=== design 1 ===
### Pin map, design 1

(4 px per micron) Pins as bars across the die edge, other pins in gray.
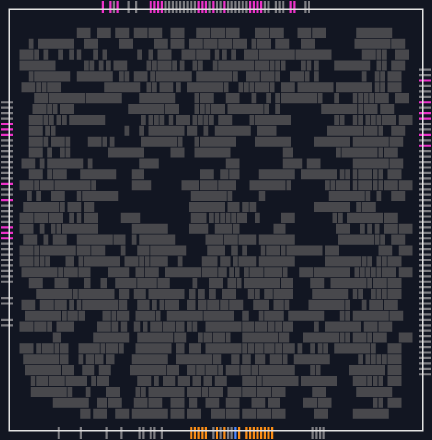

--- src/rtl/nlms_stream_pairer.sv ---
// Joins the NLMS main (desired) and aux (reference) streams into lock-step pairs,
// realigning on tlast mismatches and keeping saturating pair/misalignment counts.
module nlms_stream_pairer #(
  parameter int ITEM_W = 32,
  parameter int CNT_W  = 16
) (
  input  logic                ce_clk,
  input  logic                ce_rst_n,
  input  logic                cfg_enable,
  input  logic                cfg_clear,
  input  logic [ITEM_W-1:0]   s_main_tdata,
  input  logic                s_main_tlast,
  input  logic                s_main_tvalid,
  output logic                s_main_tready,
  input  logic [ITEM_W-1:0]   s_aux_tdata,
  input  logic                s_aux_tlast,
  input  logic                s_aux_tvalid,
  output logic                s_aux_tready,
  output logic [2*ITEM_W-1:0] m_pair_tdata,
  output logic                m_pair_tlast,
  output logic                m_pair_tvalid,
  input  logic                m_pair_tready,
  output logic [CNT_W-1:0]    stat_pairs,
  output logic [CNT_W-1:0]    stat_misalign,
  output logic                misalign_pulse,
  output logic                busy
);

  typedef enum logic [1:0] {IDLE, RUN, DRAIN_MAIN, DRAIN_AUX} state_t;

  state_t state;
  logic   in_pkt;
  logic   load_ok;
  logic   join_p0;
  logic   mis_p0;

  function automatic logic [CNT_W-1:0] sat_inc(input logic [CNT_W-1:0] v);
    return (&v) ? v : v + 1'b1;
  endfunction

  assign load_ok = !m_pair_tvalid || m_pair_tready;
  assign join_p0 = (state == RUN) && s_main_tvalid && s_aux_tvalid && load_ok;
  assign mis_p0  = join_p0 && (s_main_tlast ^ s_aux_tlast);
  assign busy    = (state != IDLE) || m_pair_tvalid;

  // Draining discards the lagging stream without waiting for the output slot.
  always_comb begin
    s_main_tready = 1'b0;
    s_aux_tready  = 1'b0;
    case (state)
      RUN: begin
        s_main_tready = join_p0;
        s_aux_tready  = join_p0;
      end
      DRAIN_MAIN: s_main_tready = 1'b1;
      DRAIN_AUX:  s_aux_tready  = 1'b1;
      default: ;
    endcase
  end

  // Stage p0 -> output slot
  always_ff @(posedge ce_clk or negedge ce_rst_n) begin
    if (!ce_rst_n) begin
      m_pair_tvalid <= 1'b0;
      m_pair_tdata  <= '0;
      m_pair_tlast  <= 1'b0;
    end else if (join_p0) begin
      m_pair_tvalid <= 1'b1;
      m_pair_tdata  <= {s_aux_tdata, s_main_tdata};
      m_pair_tlast  <= s_main_tlast | s_aux_tlast;
    end else if (m_pair_tready) begin
      m_pair_tvalid <= 1'b0;
    end
  end

  always_ff @(posedge ce_clk or negedge ce_rst_n) begin
    if (!ce_rst_n) begin
      state          <= IDLE;
      in_pkt         <= 1'b0;
      misalign_pulse <= 1'b0;
    end else begin
      misalign_pulse <= 1'b0;
      case (state)
        IDLE: if (cfg_enable) state <= RUN;
        RUN: begin
          if (join_p0) begin
            in_pkt <= !(s_main_tlast | s_aux_tlast);
            if (s_main_tlast && !s_aux_tlast) begin
              state          <= DRAIN_AUX;
              misalign_pulse <= 1'b1;
            end else if (s_aux_tlast && !s_main_tlast) begin
              state          <= DRAIN_MAIN;
              misalign_pulse <= 1'b1;
            end else if (s_main_tlast && !cfg_enable) begin
              state <= IDLE;
            end
          end else if (!cfg_enable && !in_pkt) begin
            state <= IDLE;
          end
        end
        DRAIN_MAIN: if (s_main_tvalid && s_main_tlast) begin
          state  <= cfg_enable ? RUN : IDLE;
          in_pkt <= 1'b0;
        end
        DRAIN_AUX: if (s_aux_tvalid && s_aux_tlast) begin
          state  <= cfg_enable ? RUN : IDLE;
          in_pkt <= 1'b0;
        end
        default: state <= IDLE;
      endcase
    end
  end

  always_ff @(posedge ce_clk or negedge ce_rst_n) begin
    if (!ce_rst_n) begin
      stat_pairs    <= '0;
      stat_misalign <= '0;
    end else if (cfg_clear) begin
      stat_pairs    <= '0;
      stat_misalign <= '0;
    end else begin
      if (join_p0) stat_pairs    <= sat_inc(stat_pairs);
      if (mis_p0)  stat_misalign <= sat_inc(stat_misalign);
    end
  end

endmodule

--- config.mk ---
export PLATFORM = sky130hd
export DESIGN_NAME = nlms_stream_pairer
export DESIGN_NICKNAME = d
export VERILOG_FILES = /design/src/rtl/nlms_stream_pairer.sv
export SDC_FILE = /design/constraint.sdc
export NUM_CORES = 1
export LEC_CHECK = 0
export CORE_AREA = 2 2 101 103
export DETAILED_ROUTE_END_ITERATION = 16
export DIE_AREA = 0 0 103 105
export PLACE_DENSITY = 0.85
export SETUP_SLACK_MARGIN = 0.15
export SLEW_MARGIN = 0
export SYNTH_ARGS = -nofsm -noshare
export SYNTH_HDL_FRONTEND = slang
export SYNTH_SLANG_ARGS = --single-unit
--- constraint.sdc ---
create_clock -name ce_clk -period 5.1 [get_ports ce_clk]
set_clock_uncertainty 0.1 [all_clocks]
set_input_delay 0.51 -clock ce_clk [delete_from_list [all_inputs] [get_ports ce_clk]]
set_output_delay 0.51 -clock ce_clk [all_outputs]
set_load 0.01 [all_outputs]
=== design 2 ===
File: config.mk
export PLATFORM = sky130hd
export DESIGN_NAME = msg_pad_feeder
export DESIGN_NICKNAME = d
export VERILOG_FILES = /design/src/rtl/msg_pad_feeder_pkg.sv /design/src/rtl/msg_pad_feeder_skid.sv /design/src/rtl/msg_pad_feeder.sv
export SDC_FILE = /design/constraint.sdc
export NUM_CORES = 1
export LEC_CHECK = 0
export ABC_AREA = 1
export CAP_MARGIN = 25
export CORE_ASPECT_RATIO = 2
export CORE_MARGIN = 3
export CORE_UTILIZATION = 45
export DETAILED_ROUTE_END_ITERATION = 8
export GPL_ROUTABILITY_DRIVEN = 1
export MAX_ROUTING_LAYER = met4
export PLACE_DENSITY = 0.8
export SYNTH_ARGS = -nofsm -noshare
export SYNTH_HDL_FRONTEND = slang
export SYNTH_HIERARCHICAL = 1
export SYNTH_SLANG_ARGS = --single-unit
File: constraint.sdc
create_clock -name clk -period 1.7 [get_ports clk]
set_clock_uncertainty 0.05 [all_clocks]
set_input_delay 0.255 -clock clk [delete_from_list [all_inputs] [get_ports clk]]
set_output_delay 0.255 -clock clk [all_outputs]
set_load 0.1 [all_outputs]
File: src/rtl/msg_pad_feeder_pkg.sv
// Shared constants, state encoding and byte helpers for the cSHAKE message
// pad feeder.
package msg_pad_feeder_pkg;

  localparam int RATE_128  = 1344;
  localparam int RATE_256  = 1088;
  localparam int WORDS_128 = 84;
  localparam int WORDS_256 = 68;

  localparam logic [7:0] PAD_DOMAIN = 8'h04;
  localparam logic [7:0] PAD_LAST   = 8'h80;

  typedef enum logic [2:0] {
    IDLE      = 3'd0,
    MSG       = 3'd1,
    PAD       = 3'd2,
    ZERO      = 3'd3,
    WAIT_PERM = 3'd4,
    WAIT_LAST = 3'd5
  } feeder_state_e;

  // Closing bit of the multi-rate pad, merged into whatever the byte holds.
  function automatic logic [7:0] mark_last(input logic [7:0] b);
    return b | PAD_LAST;
  endfunction

  // Block length in words for the selected rate.
  function automatic logic [6:0] block_words(input logic sel256, input int win);
    logic [6:0] w;
    if (sel256) begin
      w = 7'(RATE_256 / win);
    end else begin
      w = 7'(RATE_128 / win);
    end
    return w;
  endfunction

endpackage

File: src/rtl/msg_pad_feeder_skid.sv
// Two-entry skid buffer for the host side of the pad feeder: registered
// ready towards the host, so no combinational path back from the absorb side.
module feeder_skid
  import msg_pad_feeder_pkg::*;
#(
  parameter int W = 19
) (
  input  logic         clk,
  input  logic         rst,
  input  logic [W-1:0] in_data,
  input  logic         in_valid,
  output logic         in_ready,
  input  logic         en,
  output logic [W-1:0] out_data,
  output logic         out_valid,
  input  logic         out_ready
);

  logic [W-1:0] mem_r [2];
  logic         wr_ptr_r;
  logic         rd_ptr_r;
  logic [1:0]   cnt_r;
  logic [1:0]   cnt_next_s;
  logic         in_ready_r;
  logic         push_s;
  logic         pop_s;

  assign push_s    = in_valid && in_ready_r;
  assign pop_s     = (cnt_r != 2'd0) && out_ready;
  assign in_ready  = in_ready_r;
  assign out_valid = (cnt_r != 2'd0);
  assign out_data  = mem_r[rd_ptr_r];

  // Occupancy after this cycle's push and pop.
  always_comb begin
    cnt_next_s = cnt_r;
    if (push_s && !pop_s) begin
      cnt_next_s = cnt_r + 2'd1;
    end else if (pop_s && !push_s) begin
      cnt_next_s = cnt_r - 2'd1;
    end else begin
      cnt_next_s = cnt_r;
    end
  end

  // Pointers, count and the registered host ready.
  always_ff @(posedge clk) begin
    if (rst) begin
      wr_ptr_r   <= 1'b0;
      rd_ptr_r   <= 1'b0;
      cnt_r      <= 2'd0;
      in_ready_r <= 1'b0;
    end else begin
      if (push_s) begin
        wr_ptr_r <= ~wr_ptr_r;
      end
      if (pop_s) begin
        rd_ptr_r <= ~rd_ptr_r;
      end
      cnt_r      <= cnt_next_s;
      in_ready_r <= en && (cnt_next_s < 2'd2);
    end
  end

  // Payload storage needs no reset; occupancy guards every read.
  always_ff @(posedge clk) begin
    if (push_s) begin
      mem_r[wr_ptr_r] <= in_data;
    end
  end

endmodule

File: src/rtl/msg_pad_feeder.sv
// cSHAKE host message feeder: pads a byte stream and splits it into rate
// blocks of WIN-bit words. Define FEEDER_SKID_EN to buffer the host input.
module msg_pad_feeder
  import msg_pad_feeder_pkg::*;
#(
  parameter int WIN      = 16,
  parameter int RATE_128 = msg_pad_feeder_pkg::RATE_128,
  parameter int RATE_256 = msg_pad_feeder_pkg::RATE_256
) (
  input  logic                    clk,
  input  logic                    rst,
  input  logic                    start,
  input  logic                    mux256,
  input  logic [WIN-1:0]          msg_data,
  input  logic                    msg_valid,
  input  logic                    msg_last,
  input  logic [$clog2(WIN/8):0]  msg_bytes,
  output logic                    msg_ready,
  output logic [WIN-1:0]          din,
  output logic                    din_valid,
  input  logic                    din_ready,
  output logic                    bof,
  output logic                    block_done,
  input  logic                    perm_done,
  output logic                    done
);

  localparam int NB = WIN / 8;
  localparam int BW = $clog2(NB) + 1;
  localparam logic [BW-1:0] NB_FULL = BW'(NB);
  localparam logic [6:0] WORDS_A = 7'(RATE_128 / WIN);
  localparam logic [6:0] WORDS_B = 7'(RATE_256 / WIN);

  feeder_state_e  state_r;
  logic [6:0]     wcnt_r;
  logic [6:0]     words_r;
  logic           first_r;
  logic           pend_pad_r;
  logic           din_end_r;
  logic [WIN-1:0] din_r;
  logic           din_valid_r;
  logic           bof_r;
  logic           block_done_r;
  logic           done_r;

  logic           in_valid_s;
  logic           in_ready_s;
  logic           in_last_s;
  logic [WIN-1:0] in_data_s;
  logic [BW-1:0]  in_bytes_s;

  logic           can_emit_s;
  logic           at_end_s;
  logic           full_s;
  logic           load_s;
  logic [WIN-1:0] word_s;

  // Bytes at and above the valid count of a final word carry the domain byte
  // then zeros; mark adds the closing pad bit to the top byte.
  function automatic logic [WIN-1:0] fmt_word(input logic [WIN-1:0] data,
                                              input logic            last,
                                              input logic [BW-1:0]   nb,
                                              input logic            mark);
    logic [WIN-1:0] w;
    w = data;
    for (int k = 0; k < NB; k++) begin
      if (last && (k == int'(nb))) begin
        w[8*k +: 8] = PAD_DOMAIN;
      end else if (last && (k > int'(nb))) begin
        w[8*k +: 8] = 8'h00;
      end else begin
        w[8*k +: 8] = data[8*k +: 8];
      end
    end
    if (mark) begin
      w[WIN-1 -: 8] = mark_last(w[WIN-1 -: 8]);
    end
    return w;
  endfunction

`ifdef FEEDER_SKID_EN
  logic [WIN+BW:0] skid_out_s;
  logic            skid_en_s;

  assign skid_en_s  = (state_r == MSG);
  assign in_data_s  = skid_out_s[WIN-1:0];
  assign in_bytes_s = skid_out_s[WIN+BW-1:WIN];
  assign in_last_s  = skid_out_s[WIN+BW];

  feeder_skid #(
    .W (WIN + BW + 1)
  ) u_skid (
    .clk       (clk),
    .rst       (rst),
    .in_data   ({msg_last, msg_bytes, msg_data}),
    .in_valid  (msg_valid),
    .in_ready  (msg_ready),
    .en        (skid_en_s),
    .out_data  (skid_out_s),
    .out_valid (in_valid_s),
    .out_ready (in_ready_s)
  );
`else
  assign in_valid_s = msg_valid;
  assign in_data_s  = msg_data;
  assign in_last_s  = msg_last;
  assign in_bytes_s = msg_bytes;
  assign msg_ready  = in_ready_s;
`endif

  assign din        = din_r;
  assign din_valid  = din_valid_r;
  assign bof        = bof_r;
  assign block_done = block_done_r;
  assign done       = done_r;

  // Output slot availability and the word to load this cycle.
  always_comb begin
    can_emit_s = !din_valid_r || din_ready;
    at_end_s   = (wcnt_r == (words_r - 7'd1));
    full_s     = (in_bytes_s == NB_FULL);
    in_ready_s = (state_r == MSG) && can_emit_s;
    load_s     = 1'b0;
    word_s     = '0;
    case (state_r)
      MSG: begin
        load_s = in_valid_s && in_ready_s;
        // A full final word in the last slot defers the pad to an extra block.
        word_s = fmt_word(in_data_s, in_last_s, in_bytes_s,
                          in_last_s && !full_s && at_end_s);
      end
      PAD: begin
        load_s = can_emit_s;
        word_s = fmt_word('0, 1'b1, '0, at_end_s);
      end
      ZERO: begin
        load_s = can_emit_s;
        word_s = fmt_word('0, 1'b0, '0, at_end_s);
      end
      default: begin
        load_s = 1'b0;
        word_s = '0;
      end
    endcase
  end

  // Feeder state machine with registered outputs.
  always_ff @(posedge clk) begin
    if (rst) begin
      state_r      <= IDLE;
      wcnt_r       <= 7'd0;
      words_r      <= WORDS_A;
      first_r      <= 1'b0;
      pend_pad_r   <= 1'b0;
      din_end_r    <= 1'b0;
      din_r        <= '0;
      din_valid_r  <= 1'b0;
      bof_r        <= 1'b0;
      block_done_r <= 1'b0;
      done_r       <= 1'b0;
    end else begin
      block_done_r <= 1'b0;
      done_r       <= 1'b0;

      if (din_valid_r && din_ready) begin
        din_valid_r  <= 1'b0;
        bof_r        <= 1'b0;
        block_done_r <= din_end_r;
      end

      if (load_s) begin
        din_r       <= word_s;
        din_valid_r <= 1'b1;
        bof_r       <= first_r && (wcnt_r == 7'd0);
        din_end_r   <= at_end_s;
        first_r     <= 1'b0;
        wcnt_r      <= at_end_s ? 7'd0 : (wcnt_r + 7'd1);
      end

      case (state_r)
        IDLE: begin
          if (start) begin
            words_r    <= mux256 ? WORDS_B : WORDS_A;
            wcnt_r     <= 7'd0;
            first_r    <= 1'b1;
            pend_pad_r <= 1'b0;
            state_r    <= MSG;
          end
        end
        MSG: begin
          if (load_s && in_last_s) begin
            if (full_s && at_end_s) begin
              pend_pad_r <= 1'b1;
              state_r    <= WAIT_PERM;
            end else if (at_end_s) begin
              state_r <= WAIT_LAST;
            end else if (full_s) begin
              state_r <= PAD;
            end else begin
              state_r <= ZERO;
            end
          end else if (load_s && at_end_s) begin
            state_r <= WAIT_PERM;
          end
        end
        PAD: begin
          if (load_s) begin
            state_r <= at_end_s ? WAIT_LAST : ZERO;
          end
        end
        ZERO: begin
          if (load_s && at_end_s) begin
            state_r <= WAIT_LAST;
          end
        end
        WAIT_PERM: begin
          if (perm_done) begin
            state_r    <= pend_pad_r ? PAD : MSG;
            pend_pad_r <= 1'b0;
          end
        end
        WAIT_LAST: begin
          if (perm_done) begin
            done_r  <= 1'b1;
            state_r <= IDLE;
          end
        end
        default: begin
          state_r <= IDLE;
        end
      endcase
    end
  end

endmodule

### Wires at chosen ports, followed through buffers, design 1

(3 px per micron)
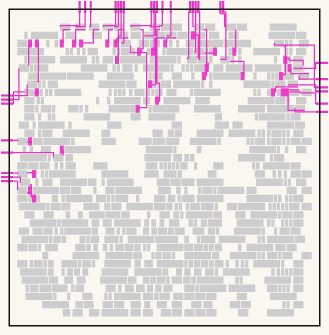
Key: magenta = s_main_tdata [direction input, edge 18 top, 8 left, 6 right, end cells 32, buffers 32, wire 618 microns]

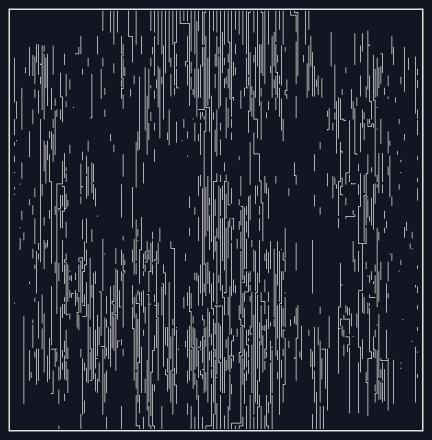
*Met2 routing, design 1*
(4 px per micron)
The wires run mostly vertical. The layer holds 49% of the routed length.

About 'Pin map' of design 1:
Key: blue = s_aux_tvalid [pins 1, direction input, edge bottom]; magenta = s_main_tdata [pins 32, direction input, edge 18 top, 8 left, 6 right]; orange = stat_misalign [pins 16, direction output, edge bottom]

==> impl_metrics.json, design 1 <==
{
  "clkbuf_count": 11,
  "clockBufferDepth": 2,
  "top_cell_area_share_pct": 55.8,
  "number_of_buffers_created_by_cts": 9,
  "top_register": "m_pair_tdata",
  "enable_flop_cells": 0,
  "category_of_the_critical_setup_timing_path": "register to output pin",
  "n_tap_cell": 133,
  "layout_top_registers": "m_pair_tdata x64, stat_misalign x16, stat_pairs x16",
  "layout.core_utilization_pct": 68.6,
  "grt_antenna_before_repair": 0,
  "wl_met3_microns": 762,
  "timing.critical_path.arrival_ps": 2630,
  "layout_cells_excl_fill": 801,
  "cts_hold_repair.buffers": 0,
  "status": "complete, no violations",
  "timing.critical_path.to_type": "output pin",
  "ir_drop_v": 0.000223,
  "period_minus_slack_ps": 3240
}
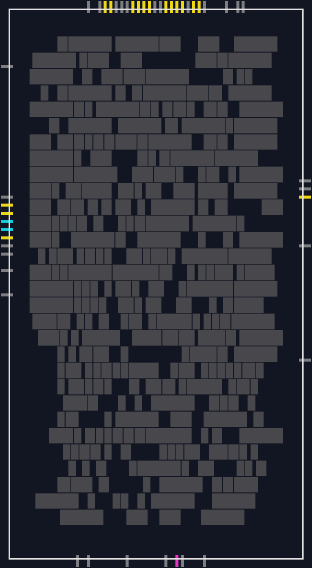
*Pin map, design 2*
(6 px per micron) Pins as bars across the die edge, other pins in gray.
Key: magenta = mux256 [pins 1, direction input, edge bottom]; yellow = msg_data [pins 16, direction input, edge 12 top, 3 left, 1 right]; cyan = msg_bytes [pins 2, direction input, edge left]

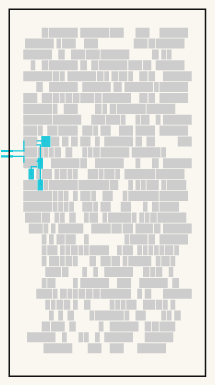
*Wires at chosen ports, followed through buffers, design 2*
(4 px per micron)
Key: cyan = msg_bytes [direction input, edge left, end cells 4, buffers 2, wire 28.9 microns]

==> impl_metrics.json, design 2 <==
{
  "clock_transition_time_at_the_flip_flop_clock_pins_of_the_worst_setup_and_hold_paths_ps": 70,
  "cellPowerDensity_nw_per_um2": 1470,
  "top_cell_area_share_pct": 41.5,
  "top_cells_by_area": "sky130_fd_sc_hd__dfxtp_1, sky130_fd_sc_hd__nand2_1, sky130_fd_sc_hd__a21oi_1",
  "reg2reg_setup_slack_ps": 150,
  "timing.critical_path.to_type": "output pin",
  "enable_flop_cells": 0,
  "critPathCapture": "msg_ready",
  "power.combinational.fraction_pct": 55.6,
  "critical_path_peak_fanout": 5,
  "synth-area-yosys_sq_um": 1640,
  "drtAntennaViolNets": 0,
  "layout_top_cell_excl_fill_tap": "sky130_fd_sc_hd__nand2_1",
  "grt_overflow": 0,
  "crit_cells": 6,
  "worstSetupStartpointType": "register",
  "status": "complete, no violations",
  "yosys-dominant-comb-family": "simple AND/OR/NAND/NOR gates",
  "rr_worst_depth": 9,
  "buffers": 65,
  "non_clock_inverter_count": 33,
  "global_route.usage.met3_pct": 4.60
}

=== design 3 ===
### Met2 routing, design 3

(4 px per micron)
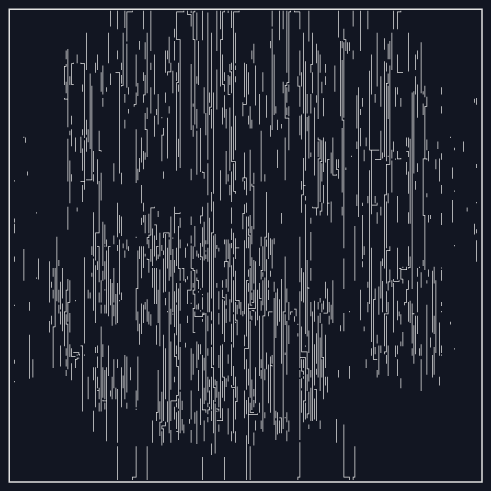

<file path="config.mk">
export PLATFORM = sky130hd
export DESIGN_NAME = flash_audio_sequencer_flat
export DESIGN_NICKNAME = d
export VERILOG_FILES = /design/src/rtl/flash_audio_sequencer_if.sv /design/src/rtl/flash_audio_sequencer.sv /design/src/flat_wrapper.sv
export SDC_FILE = /design/constraint.sdc
export NUM_CORES = 1
export LEC_CHECK = 0
export CORE_MARGIN = 3
export CORE_UTILIZATION = 35
export DETAILED_ROUTE_END_ITERATION = 16
export PLACE_DENSITY_LB_ADDON = 0.08
export SLEW_MARGIN = 5
export SYNTH_ARGS = -nofsm -noshare
export SYNTH_HDL_FRONTEND = slang
export SYNTH_SLANG_ARGS = --single-unit
</file>
<file path="constraint.sdc">
create_clock -name clk -period 2.8 [get_ports clk]
set_input_delay 0.56 -clock clk [delete_from_list [all_inputs] [get_ports clk]]
set_output_delay 0.56 -clock clk [all_outputs]
set_load 0.01 [all_outputs]
</file>
<file path="src/rtl/flash_audio_sequencer_if.sv">
// rtl/flash_audio_sequencer_if.sv - flash read bus between the sequencer (master) and flash (slave)
interface flash_audio_sequencer_if #(
  parameter int ADDR_W = 23
);
  logic              flash_read;
  logic [ADDR_W-1:0] flash_address;
  logic              flash_waitrequest;
  logic [31:0]       flash_readdata;
  logic              flash_readdatavalid;

  modport master (
    output flash_read,
    output flash_address,
    input  flash_waitrequest,
    input  flash_readdata,
    input  flash_readdatavalid
  );

  modport slave (
    input  flash_read,
    input  flash_address,
    output flash_waitrequest,
    output flash_readdata,
    output flash_readdatavalid
  );
endinterface

</file>
<file path="src/rtl/flash_audio_sequencer.sv">
// rtl/flash_audio_sequencer.sv - fetches 32-bit song words from flash per sample tick, emits two 16-bit samples each
module flash_audio_sequencer #(
  parameter int              ADDR_W     = 23,
  parameter logic [ADDR_W-1:0] START_ADDR = '0,
  parameter logic [ADDR_W-1:0] END_ADDR   = ADDR_W'(23'h07FFFF)
) (
  input  logic                    clk,
  input  logic                    reset,
  input  logic                    sample_tick,
  input  logic                    increment,
  input  logic                    pause,
  input  logic                    restart,
  flash_audio_sequencer_if.master flash,
  output logic [15:0]             sample,
  output logic                    sample_valid,
  output logic                    overrun
);

  typedef enum logic [2:0] {
    S_IDLE,
    S_REQ,
    S_WAIT_DATA,
    S_FIRST,
    S_SECOND_WAIT,
    S_ADVANCE
  } state_t;

  state_t            state_q, state_d;
  logic [ADDR_W-1:0] addr_q, addr_d;
  logic              dir_q, dir_d;
  logic              restart_pending_q, restart_pending_d;
  logic [31:0]       data_q, data_d;
  logic [15:0]       sample_q, sample_d;
  logic              sample_valid_q, sample_valid_d;
  logic              overrun_q, overrun_d;
  logic [ADDR_W-1:0] restart_addr;
  logic              play_tick;

  assign restart_addr = increment ? START_ADDR : END_ADDR;
  // restart outranks a simultaneous tick, so such a tick neither plays nor overruns
  assign play_tick    = sample_tick & ~pause & ~restart;

  always_ff @(posedge clk) begin
    if (reset) begin
      state_q           <= S_IDLE;
      addr_q            <= START_ADDR;
      dir_q             <= 1'b1;
      restart_pending_q <= 1'b0;
      data_q            <= '0;
      sample_q          <= '0;
      sample_valid_q    <= 1'b0;
      overrun_q         <= 1'b0;
    end else begin
      state_q           <= state_d;
      addr_q            <= addr_d;
      dir_q             <= dir_d;
      restart_pending_q <= restart_pending_d;
      data_q            <= data_d;
      sample_q          <= sample_d;
      sample_valid_q    <= sample_valid_d;
      overrun_q         <= overrun_d;
    end
  end

  always_comb begin
    state_d           = state_q;
    addr_d            = addr_q;
    dir_d             = dir_q;
    restart_pending_d = restart_pending_q | restart;
    data_d            = data_q;
    sample_d          = sample_q;
    sample_valid_d    = 1'b0;
    overrun_d         = 1'b0;

    case (state_q)
      S_IDLE: begin
        if (restart_pending_q) begin
          addr_d            = restart_addr;
          dir_d             = increment;
          restart_pending_d = 1'b0;
        end else if (play_tick) begin
          dir_d   = increment;
          state_d = S_REQ;
        end
      end
      S_REQ: begin
        overrun_d = sample_tick & ~restart;
        if (!flash.flash_waitrequest) state_d = S_WAIT_DATA;
      end
      S_WAIT_DATA: begin
        overrun_d = sample_tick & ~restart;
        if (flash.flash_readdatavalid) begin
          // An accepted read is allowed to finish; a pending restart discards its data.
          if (restart_pending_q || restart) begin
            addr_d            = restart_addr;
            dir_d             = increment;
            restart_pending_d = 1'b0;
            state_d           = S_IDLE;
          end else begin
            data_d         = flash.flash_readdata;
            sample_d       = dir_q ? flash.flash_readdata[15:0] : flash.flash_readdata[31:16];
            sample_valid_d = 1'b1;
            state_d        = S_FIRST;
          end
        end
      end
      S_FIRST: begin
        overrun_d = sample_tick & ~restart;
        state_d   = S_SECOND_WAIT;
      end
      S_SECOND_WAIT: begin
        if (restart_pending_q) begin
          addr_d            = restart_addr;
          dir_d             = increment;
          restart_pending_d = 1'b0;
          state_d           = S_IDLE;
        end else if (play_tick) begin
          sample_d       = dir_q ? data_q[31:16] : data_q[15:0];
          sample_valid_d = 1'b1;
          state_d        = S_ADVANCE;
        end
      end
      S_ADVANCE: begin
        if (restart_pending_q) begin
          addr_d            = restart_addr;
          dir_d             = increment;
          restart_pending_d = 1'b0;
        end else if (dir_q) begin
          addr_d = (addr_q == END_ADDR) ? START_ADDR : addr_q + 1'b1;
        end else begin
          addr_d = (addr_q == START_ADDR) ? END_ADDR : addr_q - 1'b1;
        end
        state_d = S_IDLE;
      end
      default: state_d = S_IDLE;
    endcase
  end

  assign flash.flash_read    = (state_q == S_REQ);
  assign flash.flash_address = addr_q;
  assign sample              = sample_q;
  assign sample_valid        = sample_valid_q;
  assign overrun             = overrun_q;

endmodule

</file>
<file path="src/flat_wrapper.sv">
// flat-port wrapper written by rule: the top's interface ports become plain ports
module flash_audio_sequencer_flat 
#(
  parameter int              ADDR_W     = 23,
  parameter logic [ADDR_W-1:0] START_ADDR = '0,
  parameter logic [ADDR_W-1:0] END_ADDR   = ADDR_W'(23'h07FFFF)
)
  (clk, reset, sample_tick, increment, pause, restart, sample, sample_valid, overrun, flash_flash_read, flash_flash_address, flash_flash_waitrequest, flash_flash_readdata, flash_flash_readdatavalid);
  flash_audio_sequencer_if #(.ADDR_W(ADDR_W)) flash_i ();
  input  logic clk;
  input  logic reset;
  input  logic sample_tick;
  input  logic increment;
  input  logic pause;
  input  logic restart;
  output logic [15:0] sample;
  output logic sample_valid;
  output logic overrun;
  output wire logic [$bits(flash_i.flash_read)-1:0] flash_flash_read;
  output wire logic [$bits(flash_i.flash_address)-1:0] flash_flash_address;
  input wire logic [$bits(flash_i.flash_waitrequest)-1:0] flash_flash_waitrequest;
  input wire logic [$bits(flash_i.flash_readdata)-1:0] flash_flash_readdata;
  input wire logic [$bits(flash_i.flash_readdatavalid)-1:0] flash_flash_readdatavalid;
  assign flash_flash_read = flash_i.flash_read;
  assign flash_flash_address = flash_i.flash_address;
  assign flash_i.flash_waitrequest = flash_flash_waitrequest;
  assign flash_i.flash_readdata = flash_flash_readdata;
  assign flash_i.flash_readdatavalid = flash_flash_readdatavalid;
  flash_audio_sequencer #(.ADDR_W(ADDR_W), .START_ADDR(START_ADDR), .END_ADDR(END_ADDR)) u_core (.clk(clk), .reset(reset), .sample_tick(sample_tick), .increment(increment), .pause(pause), .restart(restart), .flash(flash_i), .sample(sample), .sample_valid(sample_valid), .overrun(overrun));
endmodule
</file>
=== design 4 ===
`src/rtl/irrigation_cycle_scheduler.sv`:
```
// irrigation_cycle_scheduler: one irrigation cycle (start checks, mode latch, BCD mm:ss countdown,
// tank refill pause, rest period, sensor-fault handling). Define IRRIGATION_ABORT_EN for wet-soil abort.
module irrigation_cycle_scheduler #(
  parameter int SPRINKLER_TIME_S = 600,
  parameter int DRIPPER_TIME_S   = 1200,
  parameter int REST_TIME_S      = 300
) (
  input  logic       clock,
  input  logic       reset_n,
  input  logic       tick,
  input  logic       low_water_level,
  input  logic       mid_water_level,
  input  logic       high_water_level,
  input  logic       earth_humidity,
  input  logic       air_humidity,
  input  logic       low_temperature,
  output logic       splinker_bomb,
  output logic       dripper_valvule,
  output logic       water_supply_valvule,
  output logic       alarm,
  output logic [3:0] minutes_d,
  output logic [3:0] minutes_u,
  output logic [3:0] seconds_d,
  output logic [3:0] seconds_u,
  output logic [2:0] phase
);

  typedef enum logic [2:0] {
    ST_IDLE     = 3'd0,
    ST_IRRIGATE = 3'd1,
    ST_REFILL   = 3'd2,
    ST_REST     = 3'd3,
    ST_ERROR    = 3'd4
  } state_e;

  function automatic logic [15:0] to_bcd(input int secs);
    int mins;
    int secs_rem;
    mins     = secs / 60;
    secs_rem = secs % 60;
    return {4'(mins / 10), 4'(mins % 10), 4'(secs_rem / 10), 4'(secs_rem % 10)};
  endfunction

  // Digit-wise borrow chain; 00:00 holds.
  function automatic logic [15:0] bcd_dec(input logic [15:0] t);
    logic [3:0] md, mu, sd, su;
    {md, mu, sd, su} = t;
    if (t == 16'h0000) begin
      su = 4'd0;
    end else if (su != 4'd0) begin
      su = su - 4'd1;
    end else begin
      su = 4'd9;
      if (sd != 4'd0) begin
        sd = sd - 4'd1;
      end else begin
        sd = 4'd5;
        if (mu != 4'd0) begin
          mu = mu - 4'd1;
        end else begin
          mu = 4'd9;
          md = md - 4'd1;
        end
      end
    end
    return {md, mu, sd, su};
  endfunction

  localparam logic [15:0] SPR_BCD  = to_bcd(SPRINKLER_TIME_S);
  localparam logic [15:0] DRP_BCD  = to_bcd(DRIPPER_TIME_S);
  localparam logic [15:0] REST_BCD = to_bcd(REST_TIME_S);

  state_e      state_q, state_d;
  logic        mode_q, mode_d;
  logic [15:0] timer_q, timer_d;
  logic [1:0]  clr_cnt_q, clr_cnt_d;
  logic        supply_q, supply_d;
  logic        pump_q, pump_d;
  logic        drip_q, drip_d;
  logic        alarm_q, alarm_d;

  logic        conflict_s, hyst_s, start_s, mode_sel_s, dec_zero_s;
  logic [15:0] dec_s;

  assign conflict_s = (mid_water_level & ~low_water_level) | (high_water_level & ~mid_water_level);
  assign hyst_s     = ~mid_water_level ? 1'b1 : (high_water_level ? 1'b0 : supply_q);
  assign start_s    = ~earth_humidity & low_water_level;
  assign mode_sel_s = ~air_humidity & ~low_temperature & mid_water_level;
  assign dec_s      = bcd_dec(timer_q);
  assign dec_zero_s = (dec_s == 16'h0000);

  // Next-state, timer and supply-valve decision from this edge's samples.
  always_comb begin
    state_d   = state_q;
    mode_d    = mode_q;
    timer_d   = timer_q;
    clr_cnt_d = clr_cnt_q;
    supply_d  = supply_q;
    if (conflict_s) begin
      state_d   = ST_ERROR;
      timer_d   = 16'h0000;
      clr_cnt_d = 2'd0;
      supply_d  = 1'b0;
    end else begin
      case (state_q)
        ST_IDLE: begin
          if (start_s) begin
            state_d  = ST_IRRIGATE;
            mode_d   = mode_sel_s;
            timer_d  = mode_sel_s ? SPR_BCD : DRP_BCD;
            supply_d = 1'b0;
          end else begin
            supply_d = hyst_s;
          end
        end
        ST_IRRIGATE: begin
          if (!low_water_level) begin
            state_d  = ST_REFILL;
            supply_d = 1'b1;
          end
`ifdef IRRIGATION_ABORT_EN
          else if (tick && earth_humidity) begin
            state_d  = ST_REST;
            timer_d  = REST_BCD;
            supply_d = 1'b0;
          end
`endif
          else if (tick) begin
            if (dec_zero_s) begin
              state_d  = ST_REST;
              timer_d  = REST_BCD;
              supply_d = hyst_s;
            end else begin
              timer_d = dec_s;
            end
          end else begin
            supply_d = 1'b0;
          end
        end
        ST_REFILL: begin
`ifdef IRRIGATION_ABORT_EN
          if (tick && earth_humidity) begin
            state_d  = ST_REST;
            timer_d  = REST_BCD;
            supply_d = 1'b0;
          end else
`endif
          if (mid_water_level) begin
            state_d  = ST_IRRIGATE;
            supply_d = 1'b0;
          end else begin
            supply_d = 1'b1;
          end
        end
        ST_REST: begin
          supply_d = hyst_s;
          if (tick) begin
            timer_d = dec_s;
            if (dec_zero_s) begin
              state_d = ST_IDLE;
            end else begin
              state_d = ST_REST;
            end
          end else begin
            timer_d = timer_q;
          end
        end
        ST_ERROR: begin
          supply_d = 1'b0;
          timer_d  = 16'h0000;
          if (tick) begin
            if (clr_cnt_q == 2'd1) begin
              state_d   = ST_IDLE;
              clr_cnt_d = 2'd0;
            end else begin
              clr_cnt_d = clr_cnt_q + 2'd1;
            end
          end else begin
            clr_cnt_d = clr_cnt_q;
          end
        end
        default: begin
          state_d   = ST_IDLE;
          timer_d   = 16'h0000;
          clr_cnt_d = 2'd0;
          supply_d  = 1'b0;
        end
      endcase
    end
  end

  assign pump_d  = (state_d == ST_IRRIGATE) & mode_d;
  assign drip_d  = (state_d == ST_IRRIGATE) & ~mode_d;
  assign alarm_d = (state_d == ST_ERROR);

  // State and output registers.
  always_ff @(posedge clock or negedge reset_n) begin
    if (!reset_n) begin
      state_q   <= ST_IDLE;
      mode_q    <= 1'b0;
      timer_q   <= 16'h0000;
      clr_cnt_q <= 2'd0;
      supply_q  <= 1'b0;
      pump_q    <= 1'b0;
      drip_q    <= 1'b0;
      alarm_q   <= 1'b0;
    end else begin
      state_q   <= state_d;
      mode_q    <= mode_d;
      timer_q   <= timer_d;
      clr_cnt_q <= clr_cnt_d;
      supply_q  <= supply_d;
      pump_q    <= pump_d;
      drip_q    <= drip_d;
      alarm_q   <= alarm_d;
    end
  end

  assign splinker_bomb        = pump_q;
  assign dripper_valvule      = drip_q;
  assign water_supply_valvule = supply_q;
  assign alarm                = alarm_q;
  assign {minutes_d, minutes_u, seconds_d, seconds_u} = timer_q;
  assign phase                = state_q;

endmodule

```
`config.mk`:
```
export PLATFORM = sky130hd
export DESIGN_NAME = irrigation_cycle_scheduler
export DESIGN_NICKNAME = d
export VERILOG_FILES = /design/src/rtl/irrigation_cycle_scheduler.sv
export SDC_FILE = /design/constraint.sdc
export NUM_CORES = 1
export LEC_CHECK = 0
export CORE_UTILIZATION = 53
export DETAILED_ROUTE_END_ITERATION = 10
export GPL_TIMING_DRIVEN = 0
export PLACE_DENSITY_LB_ADDON = 0.25
export SETUP_SLACK_MARGIN = 0.4
export SLEW_MARGIN = 20
export SYNTH_ARGS = -nofsm -noshare
export SYNTH_HDL_FRONTEND = slang
export SYNTH_SLANG_ARGS = --single-unit
```
`constraint.sdc`:
```
create_clock -name clock -period 3.8 [get_ports clock]
set_clock_uncertainty 0.05 [all_clocks]
set_input_delay 0.76 -clock clock [delete_from_list [all_inputs] [get_ports clock]]
set_output_delay 0.76 -clock clock [all_outputs]
set_load 0.1 [all_outputs]
```
=== design 5 ===
**src/rtl/arp_pkg.sv**
```systemverilog
// ============================================================================
// arp_pkg : ARP payload constants, field lengths and decoder state type
// Rev 1.0
// ============================================================================
`default_nettype none

package arp_pkg;

   localparam logic [15:0] ARP_HTYPE_ETH  = 16'h0001;
   localparam logic [15:0] ARP_PTYPE_IPV4 = 16'h0800;
   localparam logic [7:0]  ARP_HLEN       = 8'd6;
   localparam logic [7:0]  ARP_PLEN       = 8'd4;
   localparam logic [15:0] ARP_OPER_REQ   = 16'd1;
   localparam logic [15:0] ARP_OPER_REP   = 16'd2;

   // Field lengths in nibbles
   localparam logic [4:0] HDR_NIBBLES = 5'd16;
   localparam logic [4:0] SHA_NIBBLES = 5'd12;
   localparam logic [4:0] SPA_NIBBLES = 5'd8;
   localparam logic [4:0] THA_NIBBLES = 5'd12;
   localparam logic [4:0] TPA_NIBBLES = 5'd8;

   typedef enum logic [2:0] {
      IDLE     = 3'd0,
      HDR      = 3'd1,
      SHA      = 3'd2,
      SPA      = 3'd3,
      THA      = 3'd4,
      TPA      = 3'd5,
      DONE     = 3'd6,
      CRC_WAIT = 3'd7
   } arp_state_t;

endpackage

`default_nettype wire

```
**src/rtl/arp_decode_nibble_pack.sv**
```systemverilog
// ============================================================================
// nibble_pack : packs low-then-high receive nibbles into bytes
// Rev 1.0
// ============================================================================
`default_nettype none

module nibble_pack (
   input  logic       clk,
   input  logic       rst,
   input  logic       clear,
   input  logic       nib_valid,
   input  logic [3:0] nib,
   output logic       byte_valid,
   output logic [7:0] data
);

   logic       phase;
   logic [3:0] low;

   always_ff @(posedge clk or posedge rst) begin
      if (rst) begin
         phase <= 1'b0;
         low   <= 4'h0;
      end else if (clear) begin
         phase <= 1'b0;
         low   <= 4'h0;
      end else if (nib_valid) begin
         phase <= ~phase;
         if (!phase)
            low <= nib;
      end
   end

   // The byte completes combinationally on its high nibble
   assign byte_valid = nib_valid && phase && !clear;
   assign data       = {nib, low};

endmodule

`default_nettype wire

```
**src/rtl/arp_decode.sv**
```systemverilog
// ============================================================================
// arp_decode : parses the 28-byte Ethernet/IPv4 ARP payload from the MAC
//              nibble stream. Optional THA check: define ARP_THA_CHECK_EN.
// Rev 1.0
// ============================================================================
`default_nettype none

module arp_decode
   import arp_pkg::*;
#(
   parameter logic [31:0] IP_ADDR  = 32'h0,
   parameter logic [47:0] MAC_ADDR = 48'h0
) (
   input  logic        clk,
   input  logic        rst,
   input  logic [3:0]  mii_rxd,
   input  logic        mii_rxctl,
   input  logic        arp_decode_valid,
   input  logic        crc_err,
   output logic        arp_valid,
   output logic        arp_drop,
   output logic        arp_is_request,
   output logic [47:0] arp_sha,
   output logic [31:0] arp_spa
);

   arp_state_t  state;
   logic [4:0]  cnt;
   logic        bad;
   logic [55:0] hdr_sr;
   logic        oper_req;
   logic [47:0] sha_sr;
   logic [31:0] spa_sr;
   logic [23:0] tpa_sr;

   logic        w_in_field;
   logic        w_start;
   logic        w_take;
   logic        w_abort;
   logic        w_last;
   logic [4:0]  w_field_len;
   logic        w_field_bad;
   logic        w_byte_valid;
   logic [7:0]  w_byte;
   logic [63:0] w_hdr;
   logic [31:0] w_tpa;
   logic        w_hdr_ok;
   logic        w_tha_ok;

   assign w_in_field = (state == HDR) || (state == SHA) || (state == SPA) ||
                       (state == THA) || (state == TPA);
   assign w_start    = (state == IDLE) && arp_decode_valid && mii_rxctl;
   assign w_take     = w_start || (w_in_field && arp_decode_valid && mii_rxctl);
   assign w_abort    = w_in_field && !w_take;

   nibble_pack u_pack (
      .clk        (clk),
      .rst        (rst),
      .clear      (!w_take),
      .nib_valid  (w_take),
      .nib        (mii_rxd),
      .byte_valid (w_byte_valid),
      .data       (w_byte)
   );

   always_comb begin
      w_field_len = HDR_NIBBLES;
      case (state)
         SHA:     w_field_len = SHA_NIBBLES;
         SPA:     w_field_len = SPA_NIBBLES;
         THA:     w_field_len = THA_NIBBLES;
         TPA:     w_field_len = TPA_NIBBLES;
         default: w_field_len = HDR_NIBBLES;
      endcase
   end

   assign w_last = (cnt == (w_field_len - 5'd1));

   assign w_hdr    = {hdr_sr, w_byte};
   assign w_tpa    = {tpa_sr, w_byte};
   assign w_hdr_ok = (w_hdr[63:48] == ARP_HTYPE_ETH)  &&
                     (w_hdr[47:32] == ARP_PTYPE_IPV4) &&
                     (w_hdr[31:24] == ARP_HLEN)       &&
                     (w_hdr[23:16] == ARP_PLEN)       &&
                     ((w_hdr[15:0] == ARP_OPER_REQ) || (w_hdr[15:0] == ARP_OPER_REP));

`ifdef ARP_THA_CHECK_EN
   logic [39:0] tha_sr;
   logic [47:0] w_tha;

   assign w_tha    = {tha_sr, w_byte};
   // Requests carry an all-zero THA, replies carry our MAC
   assign w_tha_ok = (w_tha == MAC_ADDR) || (w_tha == 48'h0);

   always_ff @(posedge clk or posedge rst) begin
      if (rst)
         tha_sr <= 40'h0;
      else if (w_abort)
         tha_sr <= 40'h0;
      else if (state == THA && w_byte_valid)
         tha_sr <= w_tha[39:0];
   end
`else
   logic unused_mac;
   assign unused_mac = ^MAC_ADDR;
   assign w_tha_ok   = 1'b1;
`endif

   always_comb begin
      w_field_bad = 1'b0;
      case (state)
         HDR:     w_field_bad = !w_hdr_ok;
         THA:     w_field_bad = !w_tha_ok;
         TPA:     w_field_bad = (w_tpa != IP_ADDR);
         default: w_field_bad = 1'b0;
      endcase
   end

   always_ff @(posedge clk or posedge rst) begin
      if (rst) begin
         state          <= IDLE;
         cnt            <= 5'd0;
         bad            <= 1'b0;
         hdr_sr         <= 56'h0;
         oper_req       <= 1'b0;
         sha_sr         <= 48'h0;
         spa_sr         <= 32'h0;
         tpa_sr         <= 24'h0;
         arp_valid      <= 1'b0;
         arp_drop       <= 1'b0;
         arp_is_request <= 1'b0;
         arp_sha        <= 48'h0;
         arp_spa        <= 32'h0;
      end else begin
         arp_valid <= 1'b0;
         arp_drop  <= 1'b0;
         case (state)
            IDLE: begin
               // The start cycle already carries header nibble 0
               if (w_start) begin
                  state <= HDR;
                  cnt   <= 5'd1;
                  bad   <= 1'b0;
               end
            end
            HDR, SHA, SPA, THA, TPA: begin
               if (w_abort) begin
                  arp_drop <= 1'b1;
                  state    <= IDLE;
                  cnt      <= 5'd0;
                  bad      <= 1'b0;
                  hdr_sr   <= 56'h0;
                  oper_req <= 1'b0;
                  sha_sr   <= 48'h0;
                  spa_sr   <= 32'h0;
                  tpa_sr   <= 24'h0;
               end else begin
                  if (w_byte_valid) begin
                     case (state)
                        HDR:     hdr_sr <= w_hdr[55:0];
                        SHA:     sha_sr <= {sha_sr[39:0], w_byte};
                        SPA:     spa_sr <= {spa_sr[23:0], w_byte};
                        TPA:     tpa_sr <= w_tpa[23:0];
                        default: ;
                     endcase
                  end
                  if (w_last) begin
                     cnt <= 5'd0;
                     if (w_field_bad)
                        bad <= 1'b1;
                     case (state)
                        HDR: begin
                           state    <= SHA;
                           oper_req <= (w_hdr[15:0] == ARP_OPER_REQ);
                        end
                        SHA:     state <= SPA;
                        SPA:     state <= THA;
                        THA:     state <= TPA;
                        default: state <= DONE;
                     endcase
                  end else begin
                     cnt <= cnt + 5'd1;
                  end
               end
            end
            DONE: begin
               if (!mii_rxctl)
                  state <= CRC_WAIT;
            end
            CRC_WAIT: begin
               if (bad || crc_err) begin
                  arp_drop <= 1'b1;
               end else begin
                  arp_valid      <= 1'b1;
                  arp_is_request <= oper_req;
                  arp_sha        <= sha_sr;
                  arp_spa        <= spa_sr;
               end
               state <= IDLE;
            end
            default: state <= IDLE;
         endcase
      end
   end

endmodule

`default_nettype wire

```
**config.mk**
```make
export PLATFORM = sky130hd
export DESIGN_NAME = arp_decode
export DESIGN_NICKNAME = d
export VERILOG_FILES = /design/src/rtl/arp_pkg.sv /design/src/rtl/arp_decode_nibble_pack.sv /design/src/rtl/arp_decode.sv
export SDC_FILE = /design/constraint.sdc
export NUM_CORES = 1
export LEC_CHECK = 0
export CORE_MARGIN = 2
export CORE_UTILIZATION = 57
export CTS_CLUSTER_DIAMETER = 150
export CTS_CLUSTER_SIZE = 24
export DETAILED_ROUTE_END_ITERATION = 12
export GPL_TIMING_DRIVEN = 0
export PLACE_DENSITY = 0.83
export SLEW_MARGIN = 20
export SYNTH_ARGS = -nofsm -noshare
export SYNTH_HDL_FRONTEND = slang
export SYNTH_SLANG_ARGS = --single-unit
```
**constraint.sdc**
```tcl
create_clock -name clk -period 12.7 [get_ports clk]
set_input_delay 2.54 -clock clk [delete_from_list [all_inputs] [get_ports clk]]
set_output_delay 2.54 -clock clk [all_outputs]
set_load 0.005 [all_outputs]
```
### Pin map, design 5

(3 px per micron) Pins as bars across the die edge, other pins in gray.
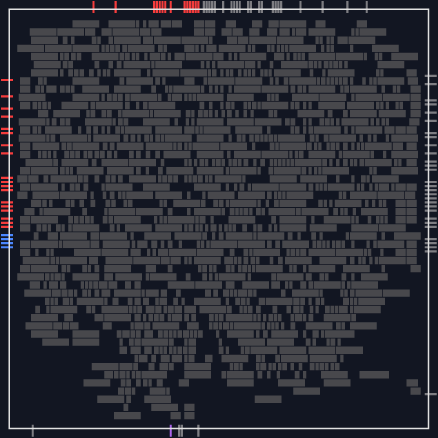
Key: purple = mii_rxctl [pins 1, direction input, edge bottom]; blue = mii_rxd [pins 4, direction input, edge left]; red = arp_spa [pins 32, direction output, edge 18 left, 14 top]

==> impl_metrics.json, design 5 <==
{
  "worst_slack_ps": 8530,
  "worst_hold_slack_ps": 479,
  "core_util_floorplan_pct": 58.1,
  "yosys-stat-cells": 1122,
  "max_slew_headroom_at_the_worst_pin_pct": 64.2,
  "grt_max_degree": 107,
  "cts_tree": "yes",
  "synth_area_sq_um": 10400,
  "numSynthFlops": 258,
  "delay_of_the_slowest_cell_on_the_worst_path_ps": 520,
  "critPathCapture": "sha_sr[31]$_DFFE_PP0P_",
  "power_mw": 2.00,
  "static_leakage_power_nw": 5.54,
  "bufAreaShareNonClock_pct": 10.9,
  "post_synth_and_or_nand_nor_area_fraction_pct": 20.7,
  "critical_path_startpoint": "mii_rxctl",
  "gp_congestion": 0.846,
  "floorplan.io_pins": 92,
  "min_period_over_period_pct": 32.8,
  "nMultiInputCombCells": 754,
  "die_area_sq_um": 19400,
  "drt-vias-per-instance": 5.61,
  "netlist_top_cells_count": "sky130_fd_sc_hd__nand2_1, sky130_fd_sc_hd__dfrtp_1, sky130_fd_sc_hd__o21ai_1, sky130_fd_sc_hd__o21ai_0, sky130_fd_sc_hd__buf_2",
  "status": "complete, no violations",
  "layout_top_registers": "hdr_sr x56, arp_sha x48, sha_sr x48",
  "met2_capacity_usage_during_global_routing_pct": 39.7,
  "pwr-share-clk_pct": 23.2,
  "nets": 1241,
  "routed_wirelength_microns": 23600,
  "filler_cell_count": 1396
}
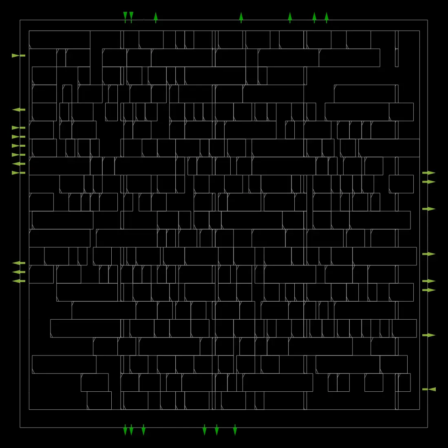
*Placement view, design 4*
Seq Cell Count: 26
area of the core region: 3360 sq um
# Taps: 46
filler cell count: 280
flop share of the area: 27.2%

==> impl_metrics.json, design 4 <==
{
  "status": "complete, no violations",
  "topRoutingLayerUsed": "met4",
  "openroad.warnings": 28,
  "timing.critical_path.to_type": "register",
  "ir_drop_v": 0.000209,
  "post_dp_cell_area_sq_um": 2280,
  "non_clock_inverter_count": 14,
  "seq_power_mw": 0.287,
  "async_flop_share_pct": 100,
  "postSynthAreaPerCell_sq_um": 8.29,
  "delay_of_the_slowest_cell_on_the_worst_path_ps": 570,
  "setup-tns-final_ps": 0,
  "bufAreaShareNonClock_pct": 18.3,
  "cp.buffers_inverters": 3,
  "cp_slowest_cell": "sky130_fd_sc_hd__or4_4",
  "drt-vias-per-instance": 6.04,
  "drt_first_iter_violations": 154,
  "yosysWarningCount": 0,
  "met1Wirelength_microns": 2250,
  "yosys.cell_types.count": 50,
  "rr_worst_depth": 10,
  "grt_util_met1_pct": 38.7,
  "clk_share_pct": 1.48,
  "htree_levels": 1
}
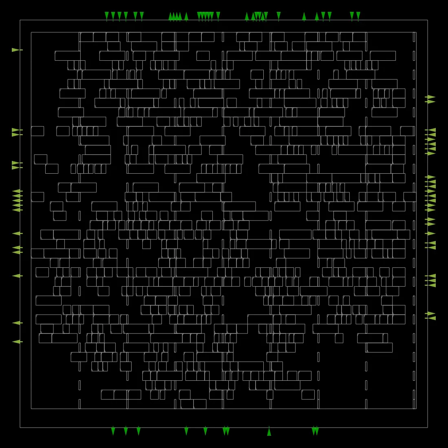
*Placement view, design 3*
area of the core region: 12100 sq um
Layout Cells excl Fill: 807

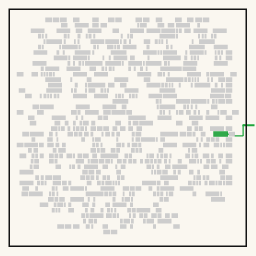
*Wires at chosen ports, followed through buffers, design 3*
(2 px per micron)
Key: green = sample_valid [direction output, edge right, end cells 1, buffers 1, wire 11.2 microns]

About 'Met2 routing' of design 3:
The layer holds 44% of the routed length. The longest straight run is 49.0 microns.

==> impl_metrics.json, design 3 <==
{
  "postSynthAreaPerCell_sq_um": 7.85,
  "sequential_cell_area_sq_um": 1560,
  "clock_transition_time_at_the_flip_flop_clock_pins_of_the_worst_setup_and_hold_paths_ps": 70,
  "clock_net_power_mw": 1.20,
  "yosys-dominant-comb-family": "simple AND/OR/NAND/NOR gates",
  "layout.core_utilization_pct": 47.4,
  "crit_cells": 7,
  "worstReg2RegEnd": "u_core.flash.flash_address[15]$_SDFFE_PP0P_",
  "top_cell_area_share_pct": 35.7,
  "grt_antenna_before_repair": 0,
  "max_slew_headroom_at_the_worst_pin_pct": 46.2,
  "timing.critical_path.required_ps": 3090,
  "cts_resized": 0,
  "critical-path-top-delay-family": "simple AND/OR/NAND/NOR gates",
  "dp_worst_setup_slack_ps": 221,
  "cts.root.buffer_cell": "sky130_fd_sc_hd__clkbuf_16",
  "die_height_microns": 118,
  "critPathCapture": "u_core.flash.flash_address[15]$_SDFFE_PP0P_",
  "nets": 677,
  "maxCapViolations": 0,
  "status": "complete, no violations",
  "portBuffers": 81,
  "top_register": "u_core.data_q",
  "category_of_the_critical_setup_timing_path": "register to register",
  "critical_path_startpoint": "u_core.flash.flash_address[16]$_SDFFE_PP0P_",
  "yosys-stat-cells": 557,
  "postCtsSetupBuffers": 0
}


==> layout pictures side by side <==
Placement view.
image #1
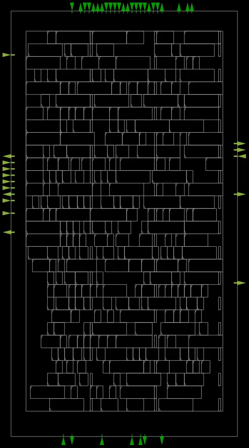
image #2
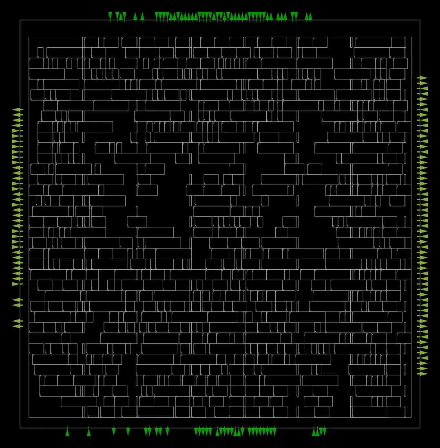
image #3
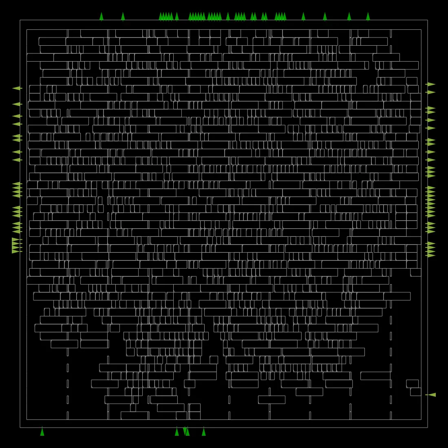
design 5 -> image #3
design 1 -> image #2
design 2 -> image #1
The one with the most cells is image #3.

No activity file was given, so power comes from the tool's default toggle rates.
